==================== fir_out_requant
$ cat src/rtl/fir_pkg.sv
// Shared FIR constants and types used by the filter core and its output requantizer.
package fir_pkg;
  localparam int BIT_PREC  = 16;
  localparam int TAPS      = 9;
  localparam int FIR_OUT_W = 2*BIT_PREC + TAPS - 1;
  localparam int REQ_SHIFT = 8;
  localparam int REQ_DEPTH = 4;

  typedef logic signed [BIT_PREC-1:0] sample_t;
endpackage

$ cat src/rtl/fir_out_fifo.sv
// First-word fall-through FIFO; rdata shows the head word and reads as zero when empty.
module fir_out_fifo #(
  parameter  int W     = 16,
  parameter  int DEPTH = 4,
  localparam int AW    = $clog2(DEPTH),
  localparam int LW    = $clog2(DEPTH + 1)
) (
  input  logic          clk,
  input  logic          rst,
  input  logic          push,
  input  logic [W-1:0]  wdata,
  input  logic          pop,
  output logic [W-1:0]  rdata,
  output logic          full,
  output logic          empty,
  output logic [LW-1:0] level
);
  logic [W-1:0]  mem [DEPTH];
  logic [AW-1:0] wr_ptr, rd_ptr;
  logic [LW-1:0] count;
  logic          do_push, do_pop;

  assign empty   = (count == '0);
  assign full    = (count == LW'(DEPTH));
  assign level   = count;
  // A pop frees its slot before the full check, so a write to a full FIFO still lands.
  assign do_pop  = pop & ~empty;
  assign do_push = push & (~full | do_pop);
  assign rdata   = empty ? '0 : mem[rd_ptr];

  // NOTE: sequential state uses non-blocking assignments so every register samples pre-edge values.
  always_ff @(posedge clk or posedge rst) begin
    if (rst) begin
      wr_ptr <= '0;
      rd_ptr <= '0;
      count  <= '0;
    end else begin
      if (do_push) wr_ptr <= wr_ptr + AW'(1);
      if (do_pop)  rd_ptr <= rd_ptr + AW'(1);
      case ({do_push, do_pop})
        2'b10:   count <= count + LW'(1);
        2'b01:   count <= count - LW'(1);
        default: count <= count;
      endcase
    end
  end

  // NOTE: storage is not reset; the count gates every read, so stale words are never visible.
  always_ff @(posedge clk) begin
    if (do_push) mem[wr_ptr] <= wdata;
  end
endmodule

$ cat src/rtl/fir_out_requant.sv
// Decimates the full-precision FIR result, rounds/shifts/saturates it to sample width,
// and queues it for a valid/ready sink with sticky clip and drop flags.
module fir_out_requant
  import fir_pkg::*;
#(
  parameter  int IN_W  = FIR_OUT_W,
  parameter  int OUT_W = BIT_PREC,
  parameter  int SHIFT = REQ_SHIFT,
  parameter  int DECIM = 1,
  parameter  int DEPTH = REQ_DEPTH,
  localparam int LW    = $clog2(DEPTH + 1)
) (
  input  logic                    clk,
  input  logic                    rst,
  input  logic                    in_valid,
  input  logic signed [IN_W-1:0]  in_wave,
  input  logic                    out_ready,
  output logic                    out_valid,
  output logic signed [OUT_W-1:0] out_data,
  output logic [LW-1:0]           level,
  output logic                    sat_flag,
  output logic                    ovf_flag,
  input  logic                    clr_flags
);
  localparam int CNT_W   = (DECIM > 1) ? $clog2(DECIM) : 1;
  localparam int RND_BIT = (SHIFT > 0) ? SHIFT - 1 : 0;

  logic [CNT_W-1:0]        dcnt;
  logic                    keep;
  logic signed [IN_W:0]    rnd, rounded, s1_val, sat_max, sat_min;
  logic                    s1_valid, s2_valid;
  logic signed [OUT_W-1:0] s2_data, sat_word;
  logic                    clip, sat_evt, ovf_evt, pop, full, empty;
  logic [OUT_W-1:0]        fifo_rdata;

  assign keep = in_valid && (dcnt == '0);

  // NOTE: every always_comb output gets a default first so no path can infer a latch.
  always_comb begin
    rnd              = '0;
    rnd[RND_BIT]     = (SHIFT > 0);
    sat_max          = '0;
    sat_max[OUT_W-2:0] = '1;
    sat_min          = '1;
    sat_min[OUT_W-2:0] = '0;
    clip             = 1'b0;
    sat_word         = s1_val[OUT_W-1:0];
    if (s1_val > sat_max) begin
      clip     = 1'b1;
      sat_word = sat_max[OUT_W-1:0];
    end else if (s1_val < sat_min) begin
      clip     = 1'b1;
      sat_word = sat_min[OUT_W-1:0];
    end
  end

  // One guard bit keeps the rounding add from wrapping at the positive limit.
  assign rounded = signed'({in_wave[IN_W-1], in_wave}) + rnd;

  assign pop     = out_valid & out_ready;
  assign sat_evt = s1_valid & clip;
  assign ovf_evt = s2_valid & full & ~pop;

  always_ff @(posedge clk or posedge rst) begin
    if (rst) begin
      dcnt     <= '0;
      s1_valid <= 1'b0;
      s1_val   <= '0;
      s2_valid <= 1'b0;
      s2_data  <= '0;
      sat_flag <= 1'b0;
      ovf_flag <= 1'b0;
    end else begin
      if (in_valid) dcnt <= (dcnt == CNT_W'(DECIM - 1)) ? '0 : dcnt + CNT_W'(1);
      s1_valid <= keep;
      if (keep) s1_val <= rounded >>> SHIFT;
      s2_valid <= s1_valid;
      if (s1_valid) s2_data <= sat_word;
      // A same-cycle event outranks the clear.
      sat_flag <= (sat_flag & ~clr_flags) | sat_evt;
      ovf_flag <= (ovf_flag & ~clr_flags) | ovf_evt;
    end
  end

  fir_out_fifo #(.W(OUT_W), .DEPTH(DEPTH)) u_fifo (
    .clk   (clk),
    .rst   (rst),
    .push  (s2_valid),
    .wdata (s2_data),
    .pop   (pop),
    .rdata (fifo_rdata),
    .full  (full),
    .empty (empty),
    .level (level)
  );

  assign out_valid = ~empty;
  assign out_data  = signed'(fifo_rdata);
endmodule

$ cat config.mk
export PLATFORM = sky130hd
export DESIGN_NAME = fir_out_requant
export DESIGN_NICKNAME = d
export VERILOG_FILES = /design/src/rtl/fir_pkg.sv /design/src/rtl/fir_out_fifo.sv /design/src/rtl/fir_out_requant.sv
export SDC_FILE = /design/constraint.sdc
export NUM_CORES = 1
export LEC_CHECK = 0
export CAP_MARGIN = 20
export CORE_MARGIN = 4
export CORE_UTILIZATION = 53
export CTS_CLUSTER_SIZE = 24
export DETAILED_ROUTE_END_ITERATION = 8
export PLACE_DENSITY = 0.76
export SYNTH_ARGS = -nofsm -noshare
export SYNTH_HDL_FRONTEND = slang
export SYNTH_HIERARCHICAL = 1
export SYNTH_SLANG_ARGS = --single-unit
export TNS_END_PERCENT = 100
$ cat constraint.sdc
create_clock -name clk -period 3.2 [get_ports clk]
set_input_delay 0.32 -clock clk [delete_from_list [all_inputs] [get_ports clk]]
set_output_delay 0.32 -clock clk [all_outputs]
set_load 0.03 [all_outputs]
==================== instr_sequencer
==> config.mk <==
export PLATFORM = sky130hd
export DESIGN_NAME = instr_sequencer
export DESIGN_NICKNAME = d
export VERILOG_FILES = /design/src/rtl/instr_sequencer.sv
export SDC_FILE = /design/constraint.sdc
export NUM_CORES = 1
export LEC_CHECK = 0
export CAP_MARGIN = 20
export CORE_ASPECT_RATIO = 2
export CORE_UTILIZATION = 46
export CTS_BUF_LIST = sky130_fd_sc_hd__clkbuf_4 sky130_fd_sc_hd__clkbuf_8
export DETAILED_ROUTE_END_ITERATION = 10
export GPL_TIMING_DRIVEN = 0
export PLACE_DENSITY = 0.82
export SETUP_SLACK_MARGIN = 0.05
export SYNTH_ARGS = -nofsm -noshare
export SYNTH_HDL_FRONTEND = slang
export SYNTH_SLANG_ARGS = --single-unit
==> constraint.sdc <==
create_clock -name clk -period 1.95 [get_ports clk]
set_clock_uncertainty 0.1 [all_clocks]
set_input_delay 0.39 -clock clk [delete_from_list [all_inputs] [get_ports clk]]
set_output_delay 0.39 -clock clk [all_outputs]
set_load 0.03 [all_outputs]
==> src/rtl/instr_sequencer.sv <==
// instr_sequencer: multi-cycle fetch/exec/mem/writeback control FSM owning the PC and instruction register
module instr_sequencer #(
  parameter int PC_WIDTH    = 10,
  parameter int INSTR_WIDTH = 9,
  parameter int CYC_WIDTH   = 16
) (
  input  logic                   clk,
  input  logic                   reset,
  input  logic                   start,
  input  logic [PC_WIDTH-1:0]    start_pc,
  output logic [PC_WIDTH-1:0]    imem_addr,
  input  logic [INSTR_WIDTH-1:0] imem_rdata,
  output logic [INSTR_WIDTH-1:0] instr,
  input  logic                   dec_reg_write,
  input  logic                   dec_mem_read,
  input  logic                   dec_mem_write,
  input  logic                   dec_branch,
  input  logic                   dec_halt,
  input  logic                   branch_taken,
  input  logic [PC_WIDTH-1:0]    branch_target,
  output logic                   dmem_req,
  output logic                   dmem_we,
  input  logic                   dmem_ready,
  output logic                   rf_we,
  output logic                   busy,
  output logic                   done,
  output logic [CYC_WIDTH-1:0]   cycle_count
);
  typedef enum logic [2:0] {IDLE, FETCH, EXEC, MEM, WB, HALT} state_t;
  state_t state, state_nx;
  logic [PC_WIDTH-1:0] pc, pc_upd;
  logic is_store, wb_we, launch;
  assign launch = (state == IDLE || state == HALT) && start;
  assign pc_upd = (dec_branch && branch_taken) ? branch_target : pc + PC_WIDTH'(1);
  always_comb begin
    state_nx = state;
    case (state)
      IDLE, HALT: state_nx = start ? FETCH : state;
      FETCH:      state_nx = EXEC;
      EXEC:       state_nx = dec_halt ? HALT : (dec_mem_read || dec_mem_write) ? MEM : WB;
      MEM:        state_nx = !dmem_ready ? MEM : is_store ? FETCH : WB;
      WB:         state_nx = FETCH;
      default:    state_nx = IDLE;
    endcase
  end
  // Decoder control bits are captured in EXEC so the strobes depend only on registered state
  always_ff @(posedge clk) begin
    if (reset) begin
      state       <= IDLE;
      pc          <= '0;
      instr       <= '0;
      cycle_count <= '0;
      is_store    <= 1'b0;
      wb_we       <= 1'b0;
    end else begin
      state <= state_nx;
      if (launch) begin
        pc          <= start_pc;
        cycle_count <= '0;
      end else if (busy && cycle_count != '1) cycle_count <= cycle_count + CYC_WIDTH'(1);
      if (state == FETCH) instr <= imem_rdata;
      if (state == EXEC) begin
        is_store <= dec_mem_write;
        wb_we    <= dec_reg_write;
      end
      if (state == WB || (state == MEM && dmem_ready && is_store)) pc <= pc_upd;
    end
  end
  assign imem_addr = pc;
  assign busy      = state == FETCH || state == EXEC || state == MEM || state == WB;
  assign done      = state == HALT;
  assign dmem_req  = state == MEM;
  assign dmem_we   = state == MEM && is_store;
  assign rf_we     = state == WB && wb_we;
endmodule
==================== vga_frame_capture_flat
--- src/rtl/vga_frame_capture_if.sv ---
// VGA pixel stream into vga_frame_capture and the TIFF frame-dump sink signals out of it.
// master: the capture block; slave: the stream source / dump sink side.
interface vga_frame_capture_if;
  logic        vblnk_in;
  logic        hblnk_in;
  logic [11:0] rgb_in;
  logic        pclk_mirror;
  logic [7:0]  r;
  logic [7:0]  g;
  logic [7:0]  b;
  logic        go;
  logic [15:0] xdim;
  logic [15:0] ydim;

  modport master (
    input  vblnk_in, hblnk_in, rgb_in,
    output pclk_mirror, r, g, b, go, xdim, ydim
  );

  modport slave (
    output vblnk_in, hblnk_in, rgb_in,
    input  pclk_mirror, r, g, b, go, xdim, ydim
  );
endinterface

--- src/rtl/vga_frame_capture.sv ---
// Measures one VGA frame, then streams FRAMES frames (0 = continuous) to the TIFF dump sink.
// Optional VGA_CAPTURE_CHECK_EN: per-frame strobe count is checked against xdim*ydim (err).
module vga_frame_capture #(
  parameter int unsigned FRAMES = 1
) (
  input  logic                       pclk,
  input  logic                       rst,
  input  logic                       enable,
  vga_frame_capture_if.master        cap,
  output logic                       busy,
  output logic [7:0]                 frames_done,
  output logic                       err
);

  typedef enum logic [2:0] {StIdle, StMeasure, StArm, StCapture, StFinish} state_e;

  state_e      state_q, state_d;
  logic        vblnk_prev_q, hblnk_prev_q;
  logic [15:0] meas_x_q, meas_x_d, meas_y_q, meas_y_d;
  logic [15:0] xdim_q, xdim_d, ydim_q, ydim_d;
  logic [1:0]  flush_q, flush_d;
  logic [15:0] run_q, run_d;
  logic [7:0]  frames_done_q, frames_done_d;
  logic        go_q, go_d;
  logic        valid_q, valid_d;
  logic [11:0] rgb_q, rgb_d;
  logic [7:0]  r_q, r_d, g_q, g_d, b_q, b_d;
  logic        gate_q, gate_d;

  logic        active, frame_start, frame_end, line_start;
  logic        close_pulse, run_done;
  logic [15:0] run_next;

  function automatic logic [15:0] sat_inc16(input logic [15:0] v);
    return (v == 16'hFFFF) ? v : v + 16'd1;
  endfunction

  assign active      = ~cap.vblnk_in & ~cap.hblnk_in;
  assign frame_start = vblnk_prev_q & ~cap.vblnk_in;
  assign frame_end   = ~vblnk_prev_q & cap.vblnk_in;
  // A frame that opens straight into active video also starts its first line.
  assign line_start  = active & (hblnk_prev_q | vblnk_prev_q);

  assign run_next = sat_inc16(run_q);
  assign run_done = (FRAMES != 0) && ({16'd0, run_next} >= FRAMES);

  always_comb begin
    state_d     = state_q;
    flush_d     = flush_q;
    run_d       = run_q;
    go_d        = 1'b0;
    close_pulse = 1'b0;
    unique case (state_q)
      StIdle: begin
        run_d = '0;
        if (enable && frame_start) state_d = StMeasure;
      end
      StMeasure: begin
        if (!enable) begin
          state_d = StIdle;
        end else if (frame_end) begin
          state_d = (meas_x_q == '0 || meas_y_q == '0) ? StIdle : StArm;
        end
      end
      StArm: begin
        if (!enable) begin
          state_d = StIdle;
        end else if (frame_start) begin
          state_d = StCapture;
          go_d    = 1'b1;
        end
      end
      StCapture: begin
        if (frame_end) begin
          state_d = StFinish;
          flush_d = 2'd3;
        end
      end
      StFinish: begin
        if (flush_q == 2'd1) begin
          close_pulse = 1'b1;
          go_d        = 1'b1;
          run_d       = run_next;
          state_d     = (run_done || !enable) ? StIdle : StArm;
        end else begin
          flush_d = flush_q - 2'd1;
        end
      end
      default: state_d = StIdle;
    endcase
  end

  // Measurement counters restart whenever MEASURE is (re)entered.
  always_comb begin
    meas_x_d = (state_q == StMeasure) ? meas_x_q : '0;
    meas_y_d = (state_q == StMeasure) ? meas_y_q : '0;
    if (state_d == StMeasure) begin
      if (line_start) meas_y_d = sat_inc16(meas_y_d);
      if (active && meas_y_d == 16'd1) meas_x_d = sat_inc16(meas_x_d);
    end
    xdim_d = xdim_q;
    ydim_d = ydim_q;
    if (state_q == StMeasure && state_d == StArm) begin
      xdim_d = meas_x_q;
      ydim_d = meas_y_q;
    end
  end

  always_comb begin
    frames_done_d = frames_done_q + {7'd0, close_pulse};
    valid_d       = active && (state_d == StCapture);
    rgb_d         = cap.rgb_in;
    r_d           = r_q;
    g_d           = g_q;
    b_d           = b_q;
    if (valid_q) begin
      r_d = {rgb_q[11:8], rgb_q[11:8]};
      g_d = {rgb_q[7:4], rgb_q[7:4]};
      b_d = {rgb_q[3:0], rgb_q[3:0]};
    end
    gate_d = valid_q;
  end

  always_ff @(posedge pclk or posedge rst) begin
    if (rst) begin
      state_q       <= StIdle;
      vblnk_prev_q  <= 1'b0;
      hblnk_prev_q  <= 1'b0;
      meas_x_q      <= '0;
      meas_y_q      <= '0;
      xdim_q        <= '0;
      ydim_q        <= '0;
      flush_q       <= '0;
      run_q         <= '0;
      frames_done_q <= '0;
      go_q          <= 1'b0;
      valid_q       <= 1'b0;
      rgb_q         <= '0;
      r_q           <= '0;
      g_q           <= '0;
      b_q           <= '0;
    end else begin
      state_q       <= state_d;
      vblnk_prev_q  <= cap.vblnk_in;
      hblnk_prev_q  <= cap.hblnk_in;
      meas_x_q      <= meas_x_d;
      meas_y_q      <= meas_y_d;
      xdim_q        <= xdim_d;
      ydim_q        <= ydim_d;
      flush_q       <= flush_d;
      run_q         <= run_d;
      frames_done_q <= frames_done_d;
      go_q          <= go_d;
      valid_q       <= valid_d;
      rgb_q         <= rgb_d;
      r_q           <= r_d;
      g_q           <= g_d;
      b_q           <= b_d;
    end
  end

  // Gate changes only while pclk is low, so the mirrored clock cannot glitch.
  always_ff @(negedge pclk or posedge rst) begin
    if (rst) begin
      gate_q <= 1'b0;
    end else begin
      gate_q <= gate_d;
    end
  end

`ifdef VGA_CAPTURE_CHECK_EN
  logic [31:0] pix_cnt_q, pix_cnt_d;
  logic [31:0] area;
  logic        err_q, err_d;

  assign area = {16'd0, xdim_q} * {16'd0, ydim_q};

  always_comb begin
    pix_cnt_d = pix_cnt_q;
    if (state_q == StArm && state_d == StCapture) begin
      pix_cnt_d = '0;
    end else if (valid_q && pix_cnt_q != 32'hFFFF_FFFF) begin
      pix_cnt_d = pix_cnt_q + 32'd1;
    end
    err_d = err_q;
    if (close_pulse && pix_cnt_q != area) err_d = 1'b1;
  end

  always_ff @(posedge pclk or posedge rst) begin
    if (rst) begin
      pix_cnt_q <= '0;
      err_q     <= 1'b0;
    end else begin
      pix_cnt_q <= pix_cnt_d;
      err_q     <= err_d;
    end
  end

  assign err = err_q;
`else
  assign err = 1'b0;
`endif

  assign cap.pclk_mirror = pclk & gate_q;
  assign cap.r           = r_q;
  assign cap.g           = g_q;
  assign cap.b           = b_q;
  assign cap.go          = go_q;
  assign cap.xdim        = xdim_q;
  assign cap.ydim        = ydim_q;
  assign busy            = (state_q != StIdle);
  assign frames_done     = frames_done_q;

endmodule

--- src/flat_wrapper.sv ---
// flat-port wrapper written by rule: the top's interface ports become plain ports
module vga_frame_capture_flat 
#(
  parameter int unsigned FRAMES = 1
)
  (pclk, rst, enable, busy, frames_done, err, cap_vblnk_in, cap_hblnk_in, cap_rgb_in, cap_pclk_mirror, cap_r, cap_g, cap_b, cap_go, cap_xdim, cap_ydim);
  vga_frame_capture_if cap_i ();
  input  logic pclk;
  input  logic rst;
  input  logic enable;
  output logic busy;
  output logic [7:0] frames_done;
  output logic err;
  input wire logic [$bits(cap_i.vblnk_in)-1:0] cap_vblnk_in;
  input wire logic [$bits(cap_i.hblnk_in)-1:0] cap_hblnk_in;
  input wire logic [$bits(cap_i.rgb_in)-1:0] cap_rgb_in;
  output wire logic [$bits(cap_i.pclk_mirror)-1:0] cap_pclk_mirror;
  output wire logic [$bits(cap_i.r)-1:0] cap_r;
  output wire logic [$bits(cap_i.g)-1:0] cap_g;
  output wire logic [$bits(cap_i.b)-1:0] cap_b;
  output wire logic [$bits(cap_i.go)-1:0] cap_go;
  output wire logic [$bits(cap_i.xdim)-1:0] cap_xdim;
  output wire logic [$bits(cap_i.ydim)-1:0] cap_ydim;
  assign cap_i.vblnk_in = cap_vblnk_in;
  assign cap_i.hblnk_in = cap_hblnk_in;
  assign cap_i.rgb_in = cap_rgb_in;
  assign cap_pclk_mirror = cap_i.pclk_mirror;
  assign cap_r = cap_i.r;
  assign cap_g = cap_i.g;
  assign cap_b = cap_i.b;
  assign cap_go = cap_i.go;
  assign cap_xdim = cap_i.xdim;
  assign cap_ydim = cap_i.ydim;
  vga_frame_capture #(.FRAMES(FRAMES)) u_core (.pclk(pclk), .rst(rst), .enable(enable), .cap(cap_i), .busy(busy), .frames_done(frames_done), .err(err));
endmodule
--- config.mk ---
export PLATFORM = sky130hd
export DESIGN_NAME = vga_frame_capture_flat
export DESIGN_NICKNAME = d
export VERILOG_FILES = /design/src/rtl/vga_frame_capture_if.sv /design/src/rtl/vga_frame_capture.sv /design/src/flat_wrapper.sv
export SDC_FILE = /design/constraint.sdc
export NUM_CORES = 1
export LEC_CHECK = 0
export CAP_MARGIN = 30
export CORE_ASPECT_RATIO = 0.8
export CORE_MARGIN = 2
export CORE_UTILIZATION = 50
export DETAILED_ROUTE_END_ITERATION = 10
export PLACE_DENSITY = 0.74
export SLEW_MARGIN = 25
export SYNTH_ARGS = -nofsm -noshare
export SYNTH_HDL_FRONTEND = slang
export SYNTH_SLANG_ARGS = --single-unit
--- constraint.sdc ---
create_clock -name pclk -period 10.57 [get_ports pclk]
set_clock_uncertainty 0.1 [all_clocks]
set_input_delay 2.6425 -clock pclk [delete_from_list [all_inputs] [get_ports pclk]]
set_output_delay 2.6425 -clock pclk [all_outputs]
set_load 0.02 [all_outputs]
==================== exe_div_seq_flat
<file path="src/rtl/exe_div_seq_pkg.sv">
// ----------------------------------------------------------------------------
// exe_div_seq_pkg : shared encodings for the RV32M divide sequencer
// Rev 1.0
// ----------------------------------------------------------------------------
`default_nettype none

package exe_div_seq_pkg;

    // funct3 codes of the divide-class instructions
    localparam logic [2:0] C_INST_DIV  = 3'b100;
    localparam logic [2:0] C_INST_DIVU = 3'b101;
    localparam logic [2:0] C_INST_REM  = 3'b110;
    localparam logic [2:0] C_INST_REMU = 3'b111;

    localparam logic [6:0] C_INST_TYPE_R_M = 7'b0000001;

    localparam logic [31:0] C_ZERO          = 32'h0000_0000;
    localparam logic        C_WRITE_ENABLE  = 1'b1;
    localparam logic        C_WRITE_DISABLE = 1'b0;

    typedef logic [1:0] div_state_t;

    localparam div_state_t C_DIV_ST_IDLE = 2'd0;
    localparam div_state_t C_DIV_ST_CALC = 2'd1;
    localparam div_state_t C_DIV_ST_DONE = 2'd2;

endpackage

`default_nettype wire

</file>
<file path="src/rtl/exe_div_seq_if.sv">
// ----------------------------------------------------------------------------
// exe_div_seq_if : ID/EX issue and write-back signals of the divide sequencer
// Rev 1.0
// ----------------------------------------------------------------------------
`default_nettype none

interface exe_div_seq_if #(
    parameter int WIDTH = 32
);
    logic             start_i;
    logic [1:0]       op_i;
    logic [WIDTH-1:0] dividend_i;
    logic [WIDTH-1:0] divisor_i;
    logic [4:0]       rd_i;
    logic             flush_i;
    logic             stall_o;
    logic             busy_o;
    logic [WIDTH-1:0] result_o;
    logic             reg_we_o;
    logic [4:0]       reg_waddr_o;

    modport master (
        output start_i, op_i, dividend_i, divisor_i, rd_i, flush_i,
        input  stall_o, busy_o, result_o, reg_we_o, reg_waddr_o
    );

    modport slave (
        input  start_i, op_i, dividend_i, divisor_i, rd_i, flush_i,
        output stall_o, busy_o, result_o, reg_we_o, reg_waddr_o
    );
endinterface

`default_nettype wire

</file>
<file path="src/rtl/exe_div_iter.sv">
// ----------------------------------------------------------------------------
// exe_div_iter : one combinational radix-2 restoring division step
// Rev 1.0
// ----------------------------------------------------------------------------
`default_nettype none

module exe_div_iter #(
    parameter int WIDTH = 32
) (
    input  wire logic [WIDTH-1:0] i_rem,
    input  wire logic [WIDTH-1:0] i_quo,
    input  wire logic [WIDTH-1:0] i_divisor,
    output logic      [WIDTH-1:0] o_rem,
    output logic      [WIDTH-1:0] o_quo
);
    logic [WIDTH:0] w_shift;
    logic           w_ge;

    // The shifted partial remainder needs one extra bit; the difference always fits in WIDTH.
    assign w_shift = {i_rem, i_quo[WIDTH-1]};
    assign w_ge    = (w_shift >= {1'b0, i_divisor});
    assign o_rem   = w_ge ? (w_shift[WIDTH-1:0] - i_divisor) : w_shift[WIDTH-1:0];
    assign o_quo   = {i_quo[WIDTH-2:0], w_ge};

endmodule

`default_nettype wire

</file>
<file path="src/rtl/exe_div_seq.sv">
// ----------------------------------------------------------------------------
// exe_div_seq : multi-cycle DIV/DIVU/REM/REMU sequencer for the execute stage
// Rev 1.0
// ----------------------------------------------------------------------------
`default_nettype none

module exe_div_seq
    import exe_div_seq_pkg::*;
#(
    parameter int WIDTH = 32
) (
    input  wire logic    clk_i,
    input  wire logic    rst_i,
    exe_div_seq_if.slave div_if
);
    localparam int               CNT_W      = $clog2(WIDTH);
    localparam logic [CNT_W-1:0] C_CNT_LAST = CNT_W'(WIDTH - 1);
    localparam logic [WIDTH-1:0] C_ONES     = {WIDTH{1'b1}};
    localparam logic [WIDTH-1:0] C_MIN_NEG  = {1'b1, {(WIDTH-1){1'b0}}};

    div_state_t       r_state;
    logic [CNT_W-1:0] r_cnt;
    logic [WIDTH-1:0] r_rem;
    logic [WIDTH-1:0] r_quo;
    logic [WIDTH-1:0] r_divisor;
    logic [WIDTH-1:0] r_result;
    logic [4:0]       r_waddr;
    logic             r_is_rem;
    logic             r_neg_q;
    logic             r_neg_r;

    logic             w_issue;
    logic             w_signed;
    logic             w_a_neg;
    logic             w_b_neg;
    logic [WIDTH-1:0] w_a_mag;
    logic [WIDTH-1:0] w_b_mag;
    logic             w_div_zero;
    logic             w_ovf;
    logic [WIDTH-1:0] w_special_res;
    logic [WIDTH-1:0] w_rem_nxt;
    logic [WIDTH-1:0] w_quo_nxt;
    logic [WIDTH-1:0] w_fix_res;

    assign w_issue    = (r_state == C_DIV_ST_IDLE) && div_if.start_i && !div_if.flush_i;
    assign w_signed   = !div_if.op_i[0];
    assign w_a_neg    = w_signed && div_if.dividend_i[WIDTH-1];
    assign w_b_neg    = w_signed && div_if.divisor_i[WIDTH-1];
    assign w_a_mag    = w_a_neg ? (~div_if.dividend_i + 1'b1) : div_if.dividend_i;
    assign w_b_mag    = w_b_neg ? (~div_if.divisor_i + 1'b1) : div_if.divisor_i;
    assign w_div_zero = (div_if.divisor_i == '0);
    assign w_ovf      = w_signed && (div_if.dividend_i == C_MIN_NEG) && (div_if.divisor_i == C_ONES);

    // Divide-by-zero and signed overflow resolve at issue without iterating.
    always_comb begin
        w_special_res = '0;
        if (w_div_zero) begin
            w_special_res = div_if.op_i[1] ? div_if.dividend_i : C_ONES;
        end else begin
            w_special_res = div_if.op_i[1] ? '0 : C_MIN_NEG;
        end
    end

    exe_div_iter #(
        .WIDTH (WIDTH)
    ) u_iter (
        .i_rem     (r_rem),
        .i_quo     (r_quo),
        .i_divisor (r_divisor),
        .o_rem     (w_rem_nxt),
        .o_quo     (w_quo_nxt)
    );

    always_comb begin
        w_fix_res = '0;
        if (r_is_rem) begin
            w_fix_res = r_neg_r ? (~w_rem_nxt + 1'b1) : w_rem_nxt;
        end else begin
            w_fix_res = r_neg_q ? (~w_quo_nxt + 1'b1) : w_quo_nxt;
        end
    end

    always_ff @(posedge clk_i or negedge rst_i) begin
        if (!rst_i) begin
            r_state   <= C_DIV_ST_IDLE;
            r_cnt     <= '0;
            r_rem     <= '0;
            r_quo     <= '0;
            r_divisor <= '0;
            r_result  <= '0;
            r_waddr   <= '0;
            r_is_rem  <= 1'b0;
            r_neg_q   <= 1'b0;
            r_neg_r   <= 1'b0;
        end else begin
            case (r_state)
                C_DIV_ST_IDLE: begin
                    if (w_issue) begin
                        r_is_rem  <= div_if.op_i[1];
                        r_neg_q   <= w_a_neg ^ w_b_neg;
                        r_neg_r   <= w_a_neg;
                        r_waddr   <= div_if.rd_i;
                        r_rem     <= '0;
                        r_quo     <= w_a_mag;
                        r_divisor <= w_b_mag;
                        r_cnt     <= '0;
                        if (w_div_zero || w_ovf) begin
                            r_result <= w_special_res;
                            r_state  <= C_DIV_ST_DONE;
                        end else begin
                            r_state  <= C_DIV_ST_CALC;
                        end
                    end
                end
                C_DIV_ST_CALC: begin
                    if (div_if.flush_i) begin
                        r_state <= C_DIV_ST_IDLE;
                        r_cnt   <= '0;
                    end else begin
                        r_rem <= w_rem_nxt;
                        r_quo <= w_quo_nxt;
                        r_cnt <= r_cnt + 1'b1;
                        if (r_cnt == C_CNT_LAST) begin
                            r_result <= w_fix_res;
                            r_state  <= C_DIV_ST_DONE;
                        end
                    end
                end
                C_DIV_ST_DONE: begin
                    r_state <= C_DIV_ST_IDLE;
                end
                default: begin
                    r_state <= C_DIV_ST_IDLE;
                end
            endcase
        end
    end

    // Stall ends before DONE so the instruction leaves EX together with its write.
    assign div_if.stall_o     = rst_i && (w_issue || (r_state == C_DIV_ST_CALC));
    assign div_if.busy_o      = (r_state != C_DIV_ST_IDLE);
    assign div_if.reg_we_o    = ((r_state == C_DIV_ST_DONE) && !div_if.flush_i) ? C_WRITE_ENABLE
                                                                                : C_WRITE_DISABLE;
    assign div_if.result_o    = r_result;
    assign div_if.reg_waddr_o = r_waddr;

endmodule

`default_nettype wire
</file>
<file path="src/flat_wrapper.sv">
// flat-port wrapper written by rule: the top's interface ports become plain ports
module exe_div_seq_flat import exe_div_seq_pkg::*;
#(
    parameter int WIDTH = 32
)
  (clk_i, rst_i, div_if_start_i, div_if_op_i, div_if_dividend_i, div_if_divisor_i, div_if_rd_i, div_if_flush_i, div_if_stall_o, div_if_busy_o, div_if_result_o, div_if_reg_we_o, div_if_reg_waddr_o);
  exe_div_seq_if #(.WIDTH(WIDTH)) div_if_i ();
  input  wire logic clk_i;
  input  wire logic rst_i;
  input wire logic [$bits(div_if_i.start_i)-1:0] div_if_start_i;
  input wire logic [$bits(div_if_i.op_i)-1:0] div_if_op_i;
  input wire logic [$bits(div_if_i.dividend_i)-1:0] div_if_dividend_i;
  input wire logic [$bits(div_if_i.divisor_i)-1:0] div_if_divisor_i;
  input wire logic [$bits(div_if_i.rd_i)-1:0] div_if_rd_i;
  input wire logic [$bits(div_if_i.flush_i)-1:0] div_if_flush_i;
  output wire logic [$bits(div_if_i.stall_o)-1:0] div_if_stall_o;
  output wire logic [$bits(div_if_i.busy_o)-1:0] div_if_busy_o;
  output wire logic [$bits(div_if_i.result_o)-1:0] div_if_result_o;
  output wire logic [$bits(div_if_i.reg_we_o)-1:0] div_if_reg_we_o;
  output wire logic [$bits(div_if_i.reg_waddr_o)-1:0] div_if_reg_waddr_o;
  assign div_if_i.start_i = div_if_start_i;
  assign div_if_i.op_i = div_if_op_i;
  assign div_if_i.dividend_i = div_if_dividend_i;
  assign div_if_i.divisor_i = div_if_divisor_i;
  assign div_if_i.rd_i = div_if_rd_i;
  assign div_if_i.flush_i = div_if_flush_i;
  assign div_if_stall_o = div_if_i.stall_o;
  assign div_if_busy_o = div_if_i.busy_o;
  assign div_if_result_o = div_if_i.result_o;
  assign div_if_reg_we_o = div_if_i.reg_we_o;
  assign div_if_reg_waddr_o = div_if_i.reg_waddr_o;
  exe_div_seq #(.WIDTH(WIDTH)) u_core (.clk_i(clk_i), .rst_i(rst_i), .div_if(div_if_i));
endmodule
</file>
<file path="config.mk">
export PLATFORM = sky130hd
export DESIGN_NAME = exe_div_seq_flat
export DESIGN_NICKNAME = d
export VERILOG_FILES = /design/src/rtl/exe_div_seq_pkg.sv /design/src/rtl/exe_div_seq_if.sv /design/src/rtl/exe_div_iter.sv /design/src/rtl/exe_div_seq.sv /design/src/flat_wrapper.sv
export SDC_FILE = /design/constraint.sdc
export NUM_CORES = 1
export LEC_CHECK = 0
export ABC_AREA = 0
export ABC_CLOCK_PERIOD_IN_PS = 3900
export CAP_MARGIN = 20
export CORE_ASPECT_RATIO = 1.75
export CORE_UTILIZATION = 45
export DETAILED_ROUTE_END_ITERATION = 10
export MAX_ROUTING_LAYER = met4
export PLACE_DENSITY = 0.68
export SLEW_MARGIN = 20
export SYNTH_ARGS = -nofsm -noshare
export SYNTH_HDL_FRONTEND = slang
export SYNTH_SLANG_ARGS = --single-unit
</file>
<file path="constraint.sdc">
create_clock -name clk_i -period 3.9 [get_ports clk_i]
set_input_delay 0.78 -clock clk_i [delete_from_list [all_inputs] [get_ports clk_i]]
set_output_delay 0.78 -clock clk_i [all_outputs]
set_load 0.01 [all_outputs]
</file>
Fig. 1: fir_out_requant, track usage over the die
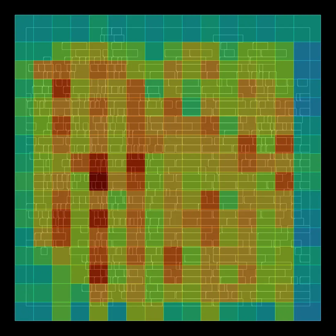
Total GRT Usage: 20.78%
met3 GRT Util: 5.358%

Fig. 2: fir_out_requant, cell density map
Drawn at 2 px/micron. The die is cut into 11 by 11 equal tiles; white is low, dark blue is high, 0 to 100% covered.
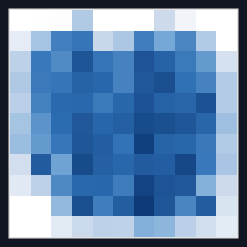
emptiest ninth of the die	south-west
tiles over 75% full	36%
mean over tiles	54%
fp util: 54.17%
Final Core Density: 65.93%
core area: 0.01089 sq mm

==> flow_summary.ini, fir_out_requant <==
; yosys + openroad results
[timing]
worstMarginPinSlew_ns = 0.9848
setup_viol = 0
finalCritPeriodShare_pct = 89.27
finClkSkew_ns = 0.01329

[synthesis]
ys.flops = 124
synth_seq_share_pct = 58.04
floorplan.nets = 520

[setup_path]
crit_family = buffers and inverters
path_max_fanout = 11
crit_type = flop to primary output
critPathBufInv = 2

[cts]
path_clk_slew_ns = 0.06
cts.sinks = 124
post_cts_buffers = 0

[final_layout]
seq_share_pct = 47.69
reg_top3 = u_fifo/mem x64, s1_val x33, s2_data x16
largest-register = u_fifo/mem

[power]
peakVddDrop_mv = 0.7383
p_sw_uw = 1886
finalPower_uw = 5853
powerClk_uw = 1850
netSwitchingFraction_pct = 32.23
power-top-group = sequential cells
seqPwrFrac_pct = 37.3

[floorplanning]
ios = 67
num_rows = 38
dieArea_sq_mm = 0.01288
taps = 140

[route]
wl_met1_microns = 5328
antenna_left = 0
dr_wl_met3_microns = 574

[run_status]
outcome = finished, final reports clean

[grt]
grt_start_max_net_pins = 40
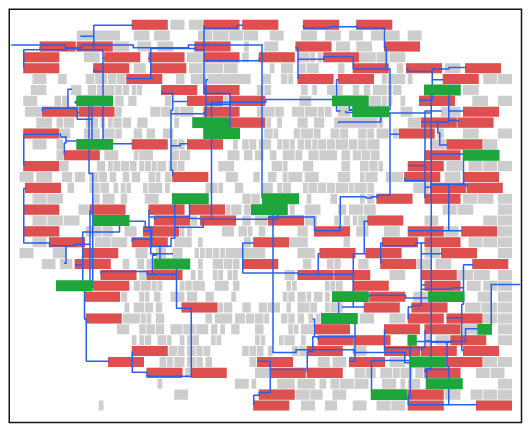
Fig. 3. Clock distribution (vga_frame_capture_flat).
Drawn at 4 px/micron.
[red] flip-flops | count: 122
[blue] clock wires | length: 1790 microns
[green] clock drivers | count: 22
flops lie	all over the die

==> flow_summary.ini, vga_frame_capture_flat <==
; yosys + openroad results
[synthesis]
ys_chip_area_sq_mm = 0.006120
yosys_cells = 601
yosys_warnings = 0
top_cells_by_count = dfrtp_1 (121), nand2_1 (55), mux2_2 (44)
mux_share_pct = 8.914
synth_seq_share_pct = 49.89
ys_sh_simple_pct = 20.43

[placed_design]
dpl_worst_slack_ns = 1.490
place_hpwl_microns = 9387

[grt]
grt.met1_usage_pct = 31.36
antenna_found_initial = 0
grt-ovfl-total = 0

[setup_path]
path_max_fanout = 1
reg2reg_depth = 0

[power]
power-top-group = clock
pwr-share-comb_pct = 3.0

[timing]
slew_viol_final = 0
hold_viol_final = 0
rsz0062_at_grt = no

[floorplanning]
die_h_microns = 103.0
taps = 152

[cts]
cts.repair.resized = 0
cts_tree = yes
cts_hold_buf = 0
clock_latency_ns = 0.53

[min_path]
hp-start = u_core.frames_done[7]$_DFF_PP0_
whs_path_depth = 1

[final_layout]
flop-count = 122
inverters = 14
fin_area_sq_mm = 0.007626
nNetsFinal = 688
drive_gt1_share_pct = 13.42
lay_top_count = dfrtp_1

[route]
maxUsedRoutingLayer = met4

[run_status]
outcome = finished, final reports clean
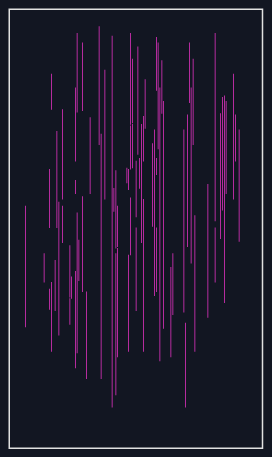
Fig. 4. Metal 4 (exe_div_seq_flat).
Drawn at 2 px/micron.
longest straight run	186 microns
nets with wire on the layer	61
wire length on this layer	3590 microns
Total Wirelength: 46110 microns
via count: 12980

Fig. 5: exe_div_seq_flat, clock distribution
Drawn at 3 px/micron.
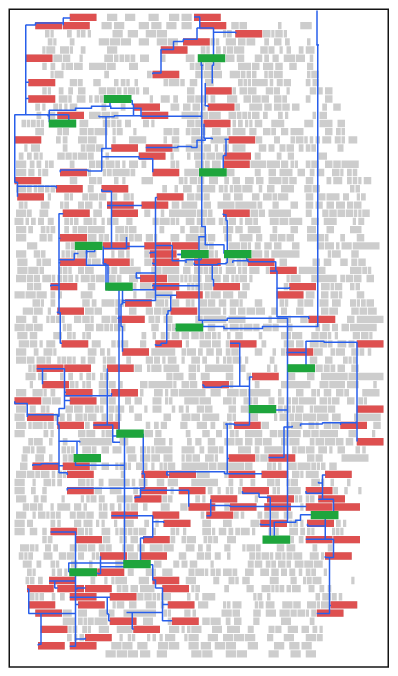
[red] flip-flops | count: 143
[green] clock drivers | count: 17
[blue] clock wires | length: 2200 microns
flops lie	all over the die
routed clock nets	18

==> flow_summary.ini, exe_div_seq_flat <==
; yosys + openroad results
[cts]
cts-htree-levels = 4
cts_buffer_depth = 2
ctsRootBufferMaster = clkbuf_16
post_cts_buffers = 10

[synthesis]
ys_sh_simple_pct = 22.41
ys_types = 96
yosys_warnings = 0
edf_count = 0
avgSynthCellArea_sq_um = 7.736
ys.flops = 143

[floorplanning]
dieArea_sq_mm = 0.02752

[min_path]
hold_path.class = primary input to async pin

[flow_run]
log.warning_count = 29

[timing]
layout_setup_ws_ns = 0.02721

[final_layout]
final_layout_top_logic_cells = buf_4 (225), nand2_1 (213), o21ai_0 (188), dfrtp_1 (143), nor2_1 (120)
regArea_sq_mm = 0.003578

[power]
seq-power_uw = 2110
p_sw_uw = 6282
seqPwrFrac_pct = 15.9
powerDensity_mw_per_mm2 = 822.9

[route]
avgViaCountPerCell = 5.992
drc = 0

[run_status]
outcome = finished, final reports clean

[setup_path]
path_cells = ha_2, inv_2, fa_2, a21oi_4, o211ai_1, buf_4, a221oi_2, buf_4, o21ai_1, xor2_1, a211oi_2, a31oi_2, buf_4, buf_4, o31ai_2, xnor2_1, nand2_1, a41oi_2
Fig. 6: instr_sequencer, clock distribution
Drawn at 8 px/micron.
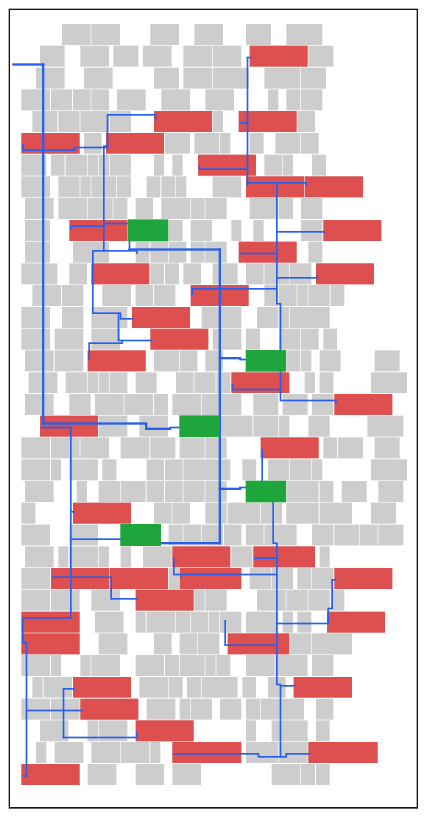
[green] clock drivers | count: 5
[red] flip-flops | count: 40
[blue] clock wires | length: 525 microns
routed clock nets	6
flops lie	all over the die

==> flow_summary.ini, instr_sequencer <==
; yosys + openroad results
[synthesis]
ys.flops = 40
yosys_cells = 257
top_cells_by_count = dfxtp_1 (40), mux2i_1 (22), nor2_1 (20)
largest_area_cell = dfxtp_1

[route]
wirelength_microns = 6110
route.vias.total = 2380
wl_met1_microns = 2236

[run_status]
outcome = finished, final reports clean

[final_layout]
regArea_sq_um = 812.0
nNetsFinal = 390
inverters = 7
seq_share_pct = 24.75
area.growth.synth_to_final_pct = 49.66

[power]
p_sw_uw = 602.8
cellLeakagePower_uw = 0.001371

[timing]
whs_ns = 0.3988

[setup_path]
reg2reg_depth = 6

==> gallery <==
Supply network.
Plate I
Drawn at 6 px/micron. Pins as bars on the die edge.
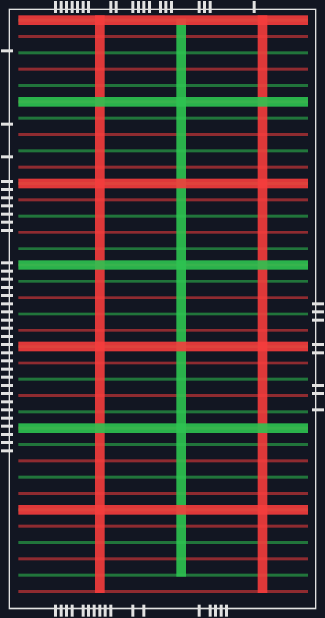
Plate II
Drawn at 3 px/micron. Pins as bars on the die edge.
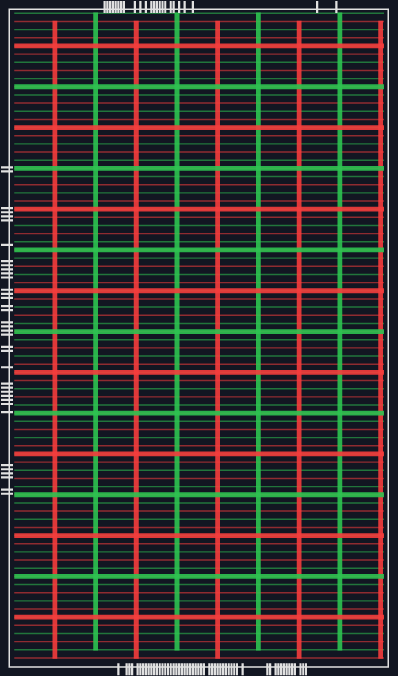
Plate III
Drawn at 4 px/micron. Pins as bars on the die edge.
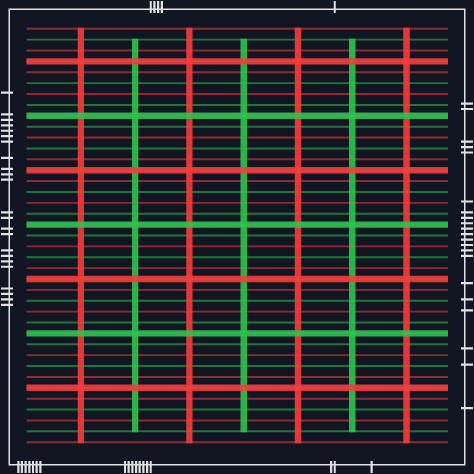
Plate IV
Drawn at 4 px/micron. Pins as bars on the die edge.
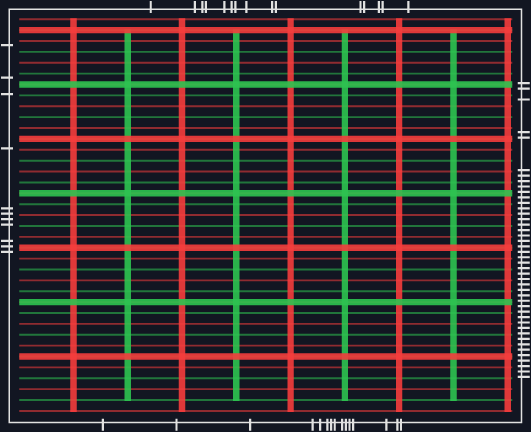
The one with the largest die is Plate II.
Plate II comes from exe_div_seq_flat.
Plate IV comes from vga_frame_capture_flat.
Plate I comes from instr_sequencer.
Plate III comes from fir_out_requant.

Key to Plate III:
color	net
green	VDD
red	VSS
signal pins	67
rows	38
met1 rails	39


==================== decode_ctrl_stage
--- src/rtl/decode_ctrl_stage.sv ---
// decode_ctrl_stage: registered RV32IM decode/control stage between fetch and
// execute. Decodes one instruction per accepted transfer into ALU, regfile and
// GPIO controls, holds them behind a valid/ready handshake, and stalls intake
// while the iterative multiplier in execute is still busy.
// Optional feature macro: ILLEGAL_TRAP_EN (sticky illegal-instruction trap).
module decode_ctrl_stage #(
    parameter int unsigned XLEN       = 32,
    parameter int unsigned MUL_CYCLES = 4,
    parameter logic [11:0] GPIO_CSR   = 12'hF02
) (
    input  logic            clk,
    input  logic            rst,
    input  logic [31:0]     instr_in,
    input  logic            instr_valid,
    output logic            instr_ready,
    input  logic            flush,
    output logic            ctrl_valid,
    input  logic            ctrl_ready,
    output logic            alusrc,
    output logic            regwrite,
    output logic [1:0]      regsel,
    output logic [3:0]      op,
    output logic            gpio_we,
    output logic [4:0]      rd,
    output logic [4:0]      rs1,
    output logic [4:0]      rs2,
    output logic [XLEN-1:0] imm_out,
    output logic            illegal
);

`ifdef ILLEGAL_TRAP_EN
    localparam bit TRAP_EN = 1'b1;
`else
    localparam bit TRAP_EN = 1'b0;
`endif

    localparam int unsigned CW = (MUL_CYCLES > 1) ? $clog2(MUL_CYCLES) : 1;

    localparam logic [6:0] OPC_OP     = 7'b0110011;
    localparam logic [6:0] OPC_OPIMM  = 7'b0010011;
    localparam logic [6:0] OPC_LUI    = 7'b0110111;
    localparam logic [6:0] OPC_SYSTEM = 7'b1110011;

    localparam logic [3:0] ALU_AND  = 4'b0000;
    localparam logic [3:0] ALU_OR   = 4'b0001;
    localparam logic [3:0] ALU_XOR  = 4'b0010;
    localparam logic [3:0] ALU_ADD  = 4'b0011;
    localparam logic [3:0] ALU_SUB  = 4'b0100;
    localparam logic [3:0] ALU_MUL  = 4'b0101;
    localparam logic [3:0] ALU_MULH = 4'b0110;
    localparam logic [3:0] ALU_MULHU= 4'b0111;
    localparam logic [3:0] ALU_SLL  = 4'b1000;
    localparam logic [3:0] ALU_SRL  = 4'b1001;
    localparam logic [3:0] ALU_SRA  = 4'b1010;
    localparam logic [3:0] ALU_SLT  = 4'b1100;
    localparam logic [3:0] ALU_SLTU = 4'b1101;

    typedef enum logic {RUN, MUL_WAIT} state_t;

    state_t          state_q;
    logic [CW-1:0]   cnt_q;

    logic            ctrl_valid_q;
    logic            alusrc_q, alusrc_d;
    logic            regwrite_q, regwrite_d;
    logic [1:0]      regsel_q, regsel_d;
    logic [3:0]      op_q, op_d;
    logic            gpio_we_q, gpio_we_d;
    logic [4:0]      rd_q, rs1_q, rs2_q;
    logic [XLEN-1:0] imm_q;
    logic            illegal_q, illegal_d;
    logic [31:0]     imm32_d;
    logic            legal_d;
    logic            is_mul_d;
    logic            accept;

    logic [6:0] opcode;
    logic [2:0] funct3;
    logic [6:0] funct7;

    assign opcode = instr_in[6:0];
    assign funct3 = instr_in[14:12];
    assign funct7 = instr_in[31:25];

    // Combinational decode of the offered instruction; anything unmatched stays a NOP
    always_comb begin
        alusrc_d   = 1'b0;
        regwrite_d = 1'b0;
        regsel_d   = 2'b00;
        op_d       = ALU_AND;
        gpio_we_d  = 1'b0;
        imm32_d    = '0;
        legal_d    = 1'b0;
        is_mul_d   = 1'b0;
        case (opcode)
            OPC_OP: begin
                legal_d = 1'b1;
                case ({funct7, funct3})
                    {7'b0000000, 3'b000}: op_d = ALU_ADD;
                    {7'b0000000, 3'b001}: op_d = ALU_SLL;
                    {7'b0000000, 3'b010}: op_d = ALU_SLT;
                    {7'b0000000, 3'b011}: op_d = ALU_SLTU;
                    {7'b0000000, 3'b100}: op_d = ALU_XOR;
                    {7'b0000000, 3'b101}: op_d = ALU_SRL;
                    {7'b0000000, 3'b110}: op_d = ALU_OR;
                    {7'b0000000, 3'b111}: op_d = ALU_AND;
                    {7'b0100000, 3'b000}: op_d = ALU_SUB;
                    {7'b0100000, 3'b101}: op_d = ALU_SRA;
                    {7'b0000001, 3'b000}: begin op_d = ALU_MUL;   is_mul_d = 1'b1; end
                    {7'b0000001, 3'b001}: begin op_d = ALU_MULH;  is_mul_d = 1'b1; end
                    {7'b0000001, 3'b011}: begin op_d = ALU_MULHU; is_mul_d = 1'b1; end
                    default:              legal_d = 1'b0;
                endcase
                if (legal_d) begin
                    regwrite_d = 1'b1;
                    regsel_d   = 2'b10;
                end
            end
            OPC_OPIMM: begin
                imm32_d = {{20{instr_in[31]}}, instr_in[31:20]};
                case (funct3)
                    3'b000: begin legal_d = 1'b1; op_d = ALU_ADD; end
                    3'b100: begin legal_d = 1'b1; op_d = ALU_XOR; end
                    3'b110: begin legal_d = 1'b1; op_d = ALU_OR;  end
                    3'b111: begin legal_d = 1'b1; op_d = ALU_AND; end
                    3'b001: begin
                        imm32_d = {27'b0, instr_in[24:20]};
                        if (funct7 == 7'b0000000) begin legal_d = 1'b1; op_d = ALU_SLL; end
                    end
                    3'b101: begin
                        imm32_d = {27'b0, instr_in[24:20]};
                        if (funct7 == 7'b0000000) begin legal_d = 1'b1; op_d = ALU_SRL; end
                        else if (funct7 == 7'b0100000) begin legal_d = 1'b1; op_d = ALU_SRA; end
                    end
                    default: ;
                endcase
                if (legal_d) begin
                    alusrc_d   = 1'b1;
                    regwrite_d = 1'b1;
                    regsel_d   = 2'b10;
                end else begin
                    imm32_d = '0;
                end
            end
            OPC_LUI: begin
                legal_d    = 1'b1;
                regwrite_d = 1'b1;
                regsel_d   = 2'b01;
                imm32_d    = {instr_in[31:12], 12'b0};
            end
            OPC_SYSTEM: begin
                if (funct3 == 3'b001) begin
                    legal_d    = 1'b1;
                    regsel_d   = 2'b11;
                    regwrite_d = (instr_in[11:7] != 5'd0);
                    gpio_we_d  = (instr_in[31:20] == GPIO_CSR);
                end
            end
            default: ;
        endcase
        illegal_d = TRAP_EN && !legal_d;
    end

    // A trapped illegal instruction keeps intake closed until rst or flush
    assign instr_ready = (state_q == RUN) && (!ctrl_valid_q || ctrl_ready) && !flush && !illegal_q;
    assign accept      = instr_valid && instr_ready;

    // Output register: load on accept, drop valid on consume, flush discards
    always_ff @(posedge clk) begin
        if (rst) begin
            ctrl_valid_q <= 1'b0;
            alusrc_q     <= 1'b0;
            regwrite_q   <= 1'b0;
            regsel_q     <= '0;
            op_q         <= '0;
            gpio_we_q    <= 1'b0;
            rd_q         <= '0;
            rs1_q        <= '0;
            rs2_q        <= '0;
            imm_q        <= '0;
            illegal_q    <= 1'b0;
        end else if (flush) begin
            ctrl_valid_q <= 1'b0;
            illegal_q    <= 1'b0;
        end else if (accept) begin
            ctrl_valid_q <= 1'b1;
            alusrc_q     <= alusrc_d;
            regwrite_q   <= regwrite_d;
            regsel_q     <= regsel_d;
            op_q         <= op_d;
            gpio_we_q    <= gpio_we_d;
            rd_q         <= instr_in[11:7];
            rs1_q        <= instr_in[19:15];
            rs2_q        <= instr_in[24:20];
            imm_q        <= XLEN'($signed(imm32_d));
            illegal_q    <= illegal_d;
        end else if (ctrl_ready) begin
            ctrl_valid_q <= 1'b0;
        end
    end

    // Multiplier occupancy FSM: stays in MUL_WAIT for MUL_CYCLES-1 cycles after a mul issue
    always_ff @(posedge clk) begin
        if (rst || flush) begin
            state_q <= RUN;
            cnt_q   <= '0;
        end else begin
            case (state_q)
                RUN: begin
                    if (accept && is_mul_d && (MUL_CYCLES > 1)) begin
                        state_q <= MUL_WAIT;
                        cnt_q   <= CW'(MUL_CYCLES - 1);
                    end
                end
                MUL_WAIT: begin
                    cnt_q <= cnt_q - CW'(1);
                    if (cnt_q == CW'(1)) state_q <= RUN;
                end
                default: begin
                    state_q <= RUN;
                    cnt_q   <= '0;
                end
            endcase
        end
    end

    assign ctrl_valid = ctrl_valid_q;
    assign alusrc     = alusrc_q;
    assign regwrite   = regwrite_q;
    assign regsel     = regsel_q;
    assign op         = op_q;
    assign gpio_we    = gpio_we_q;
    assign rd         = rd_q;
    assign rs1        = rs1_q;
    assign rs2        = rs2_q;
    assign imm_out    = imm_q;
    assign illegal    = illegal_q;

endmodule

--- config.mk ---
export PLATFORM = sky130hd
export DESIGN_NAME = decode_ctrl_stage
export DESIGN_NICKNAME = d
export VERILOG_FILES = /design/src/rtl/decode_ctrl_stage.sv
export SDC_FILE = /design/constraint.sdc
export NUM_CORES = 1
export LEC_CHECK = 0
export CORE_UTILIZATION = 55
export DETAILED_ROUTE_END_ITERATION = 12
export DONT_BUFFER_PORTS = 1
export HOLD_SLACK_MARGIN = 0.02
export PLACE_DENSITY = 0.81
export SETUP_SLACK_MARGIN = 0.15
export SLEW_MARGIN = 20
export SYNTH_ARGS = -nofsm -noshare
export SYNTH_HDL_FRONTEND = slang
export SYNTH_SLANG_ARGS = --single-unit
--- constraint.sdc ---
create_clock -name clk -period 1.9 [get_ports clk]
set_input_delay 0.38 -clock clk [delete_from_list [all_inputs] [get_ports clk]]
set_output_delay 0.38 -clock clk [all_outputs]
set_load 0.05 [all_outputs]
Fig. 7: decode_ctrl_stage, cell density map
Drawn at 4 px/micron. The die is cut into 7 by 7 equal tiles; white is low, dark blue is high, 0 to 100% covered.
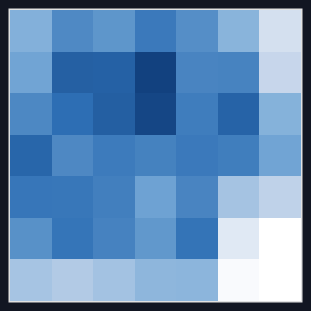
fullest tile	93%
tiles over 75% full	14%
nearly empty tiles	4.1%

Fig. 8: decode_ctrl_stage, supply network
Drawn at 6 px/micron. Pins as bars on the die edge.
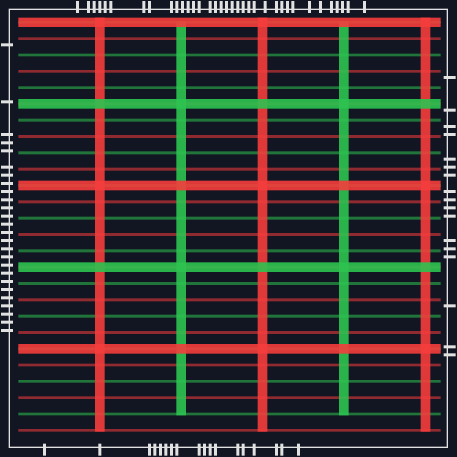
color	net
red	VSS
green	VDD
met5 straps	5
signal pins	96
rows	25
met4 straps	5
maximum vdd ir drop: 0.6279 mV
Die Height: 72.78 microns
core area: 0.004786 sq mm

==> flow_summary.ini <==
; yosys + openroad results
[timing]
layout_setup_ws_ns = 0.3185
slew_viol_final = 0
worstMarginPinSlew_ns = 0.5575

[setup_path]
slowest_stage = dfxtp_1
crit_family = simple AND/OR/NAND/NOR gates
crit_type = flop to flop
path_max_fanout = 9
endpoint = regsel[1]$_SDFFE_PP0P_
cp_slowest_stage_delay_ns = 0.34
arrival_ns = 1.86

[power]
powerClk_uw = 1120
finalPower_uw = 2792
pwr-share-comb_pct = 7.3
p_sw_uw = 753.6
power-top-group = sequential cells
seqPwrFrac_pct = 52.4
p_int_uw = 2039

[placed_design]
dpl_worst_slack_ns = 0.1829

[synthesis]
compound_area_share_pct = 21.07
largest_area_cell = dfxtp_1
synth_xor_xnor_area_share_pct = 0

[grt]
gr-usage-all-layers_pct = 27.15
antenna_found_initial = 0

[cts]
clock_latency_ns = 0.34
cts.sinks = 60

[final_layout]
buffer_area_share_pct = 3.374
comb-cell-share_pct = 47.49
flop-count = 60
nClkBuffers = 12

[route]
dr_wl_met2_microns = 3193
drtIter0Drc = 223

[run_status]
outcome = finished, final reports clean

[flow_run]
max-cap-violations = 0

[floorplanning]
dieArea_sq_mm = 0.005296
Fig. 9: decode_ctrl_stage, clock distribution
Drawn at 8 px/micron.
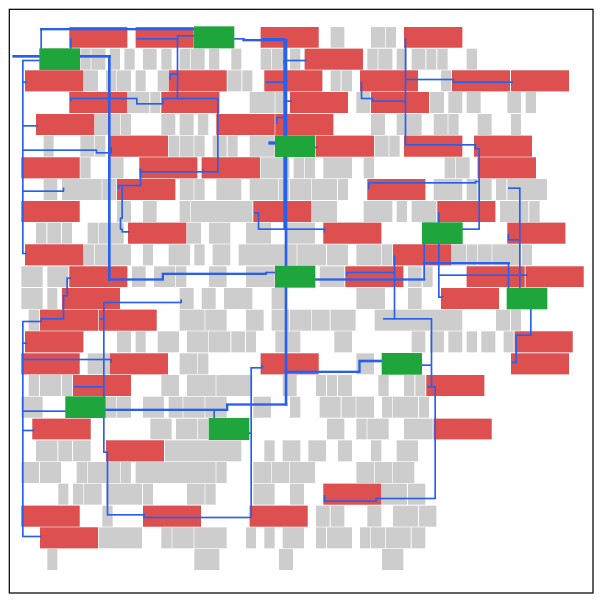
[red] flip-flops | count: 60
[blue] clock wires | length: 734 microns
[green] clock drivers | count: 9
flops lie	all over the die



==> notes/layouts.md <==
Pictures saved along the way, in no particular order.

Cell density map.
image #1
Drawn at 1.5 px/micron. The die is cut into 13 by 22 equal tiles; white is low, dark blue is high, 0 to 100% covered.
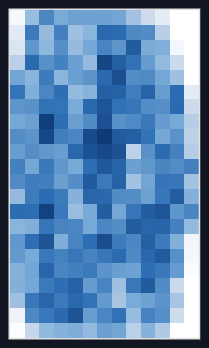
image #2
Drawn at 4 px/micron. The die is cut into 5 by 10 equal tiles; white is low, dark blue is high, 0 to 100% covered.
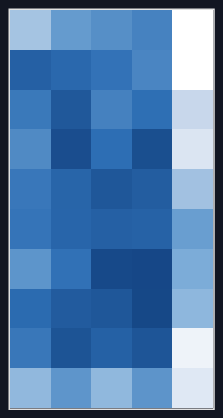
image #3
Drawn at 2 px/micron. The die is cut into 13 by 10 equal tiles; white is low, dark blue is high, 0 to 100% covered.
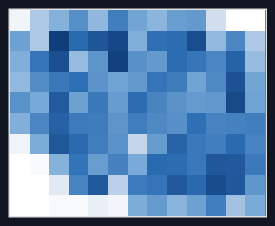
- largest die: image #1
- smallest die: image #2
For exe_div_seq_flat, see image #1.
For vga_frame_capture_flat, see image #3.
For instr_sequencer, see image #2.

Power figures rest on the tool's default switching activity, not on a simulated workload.
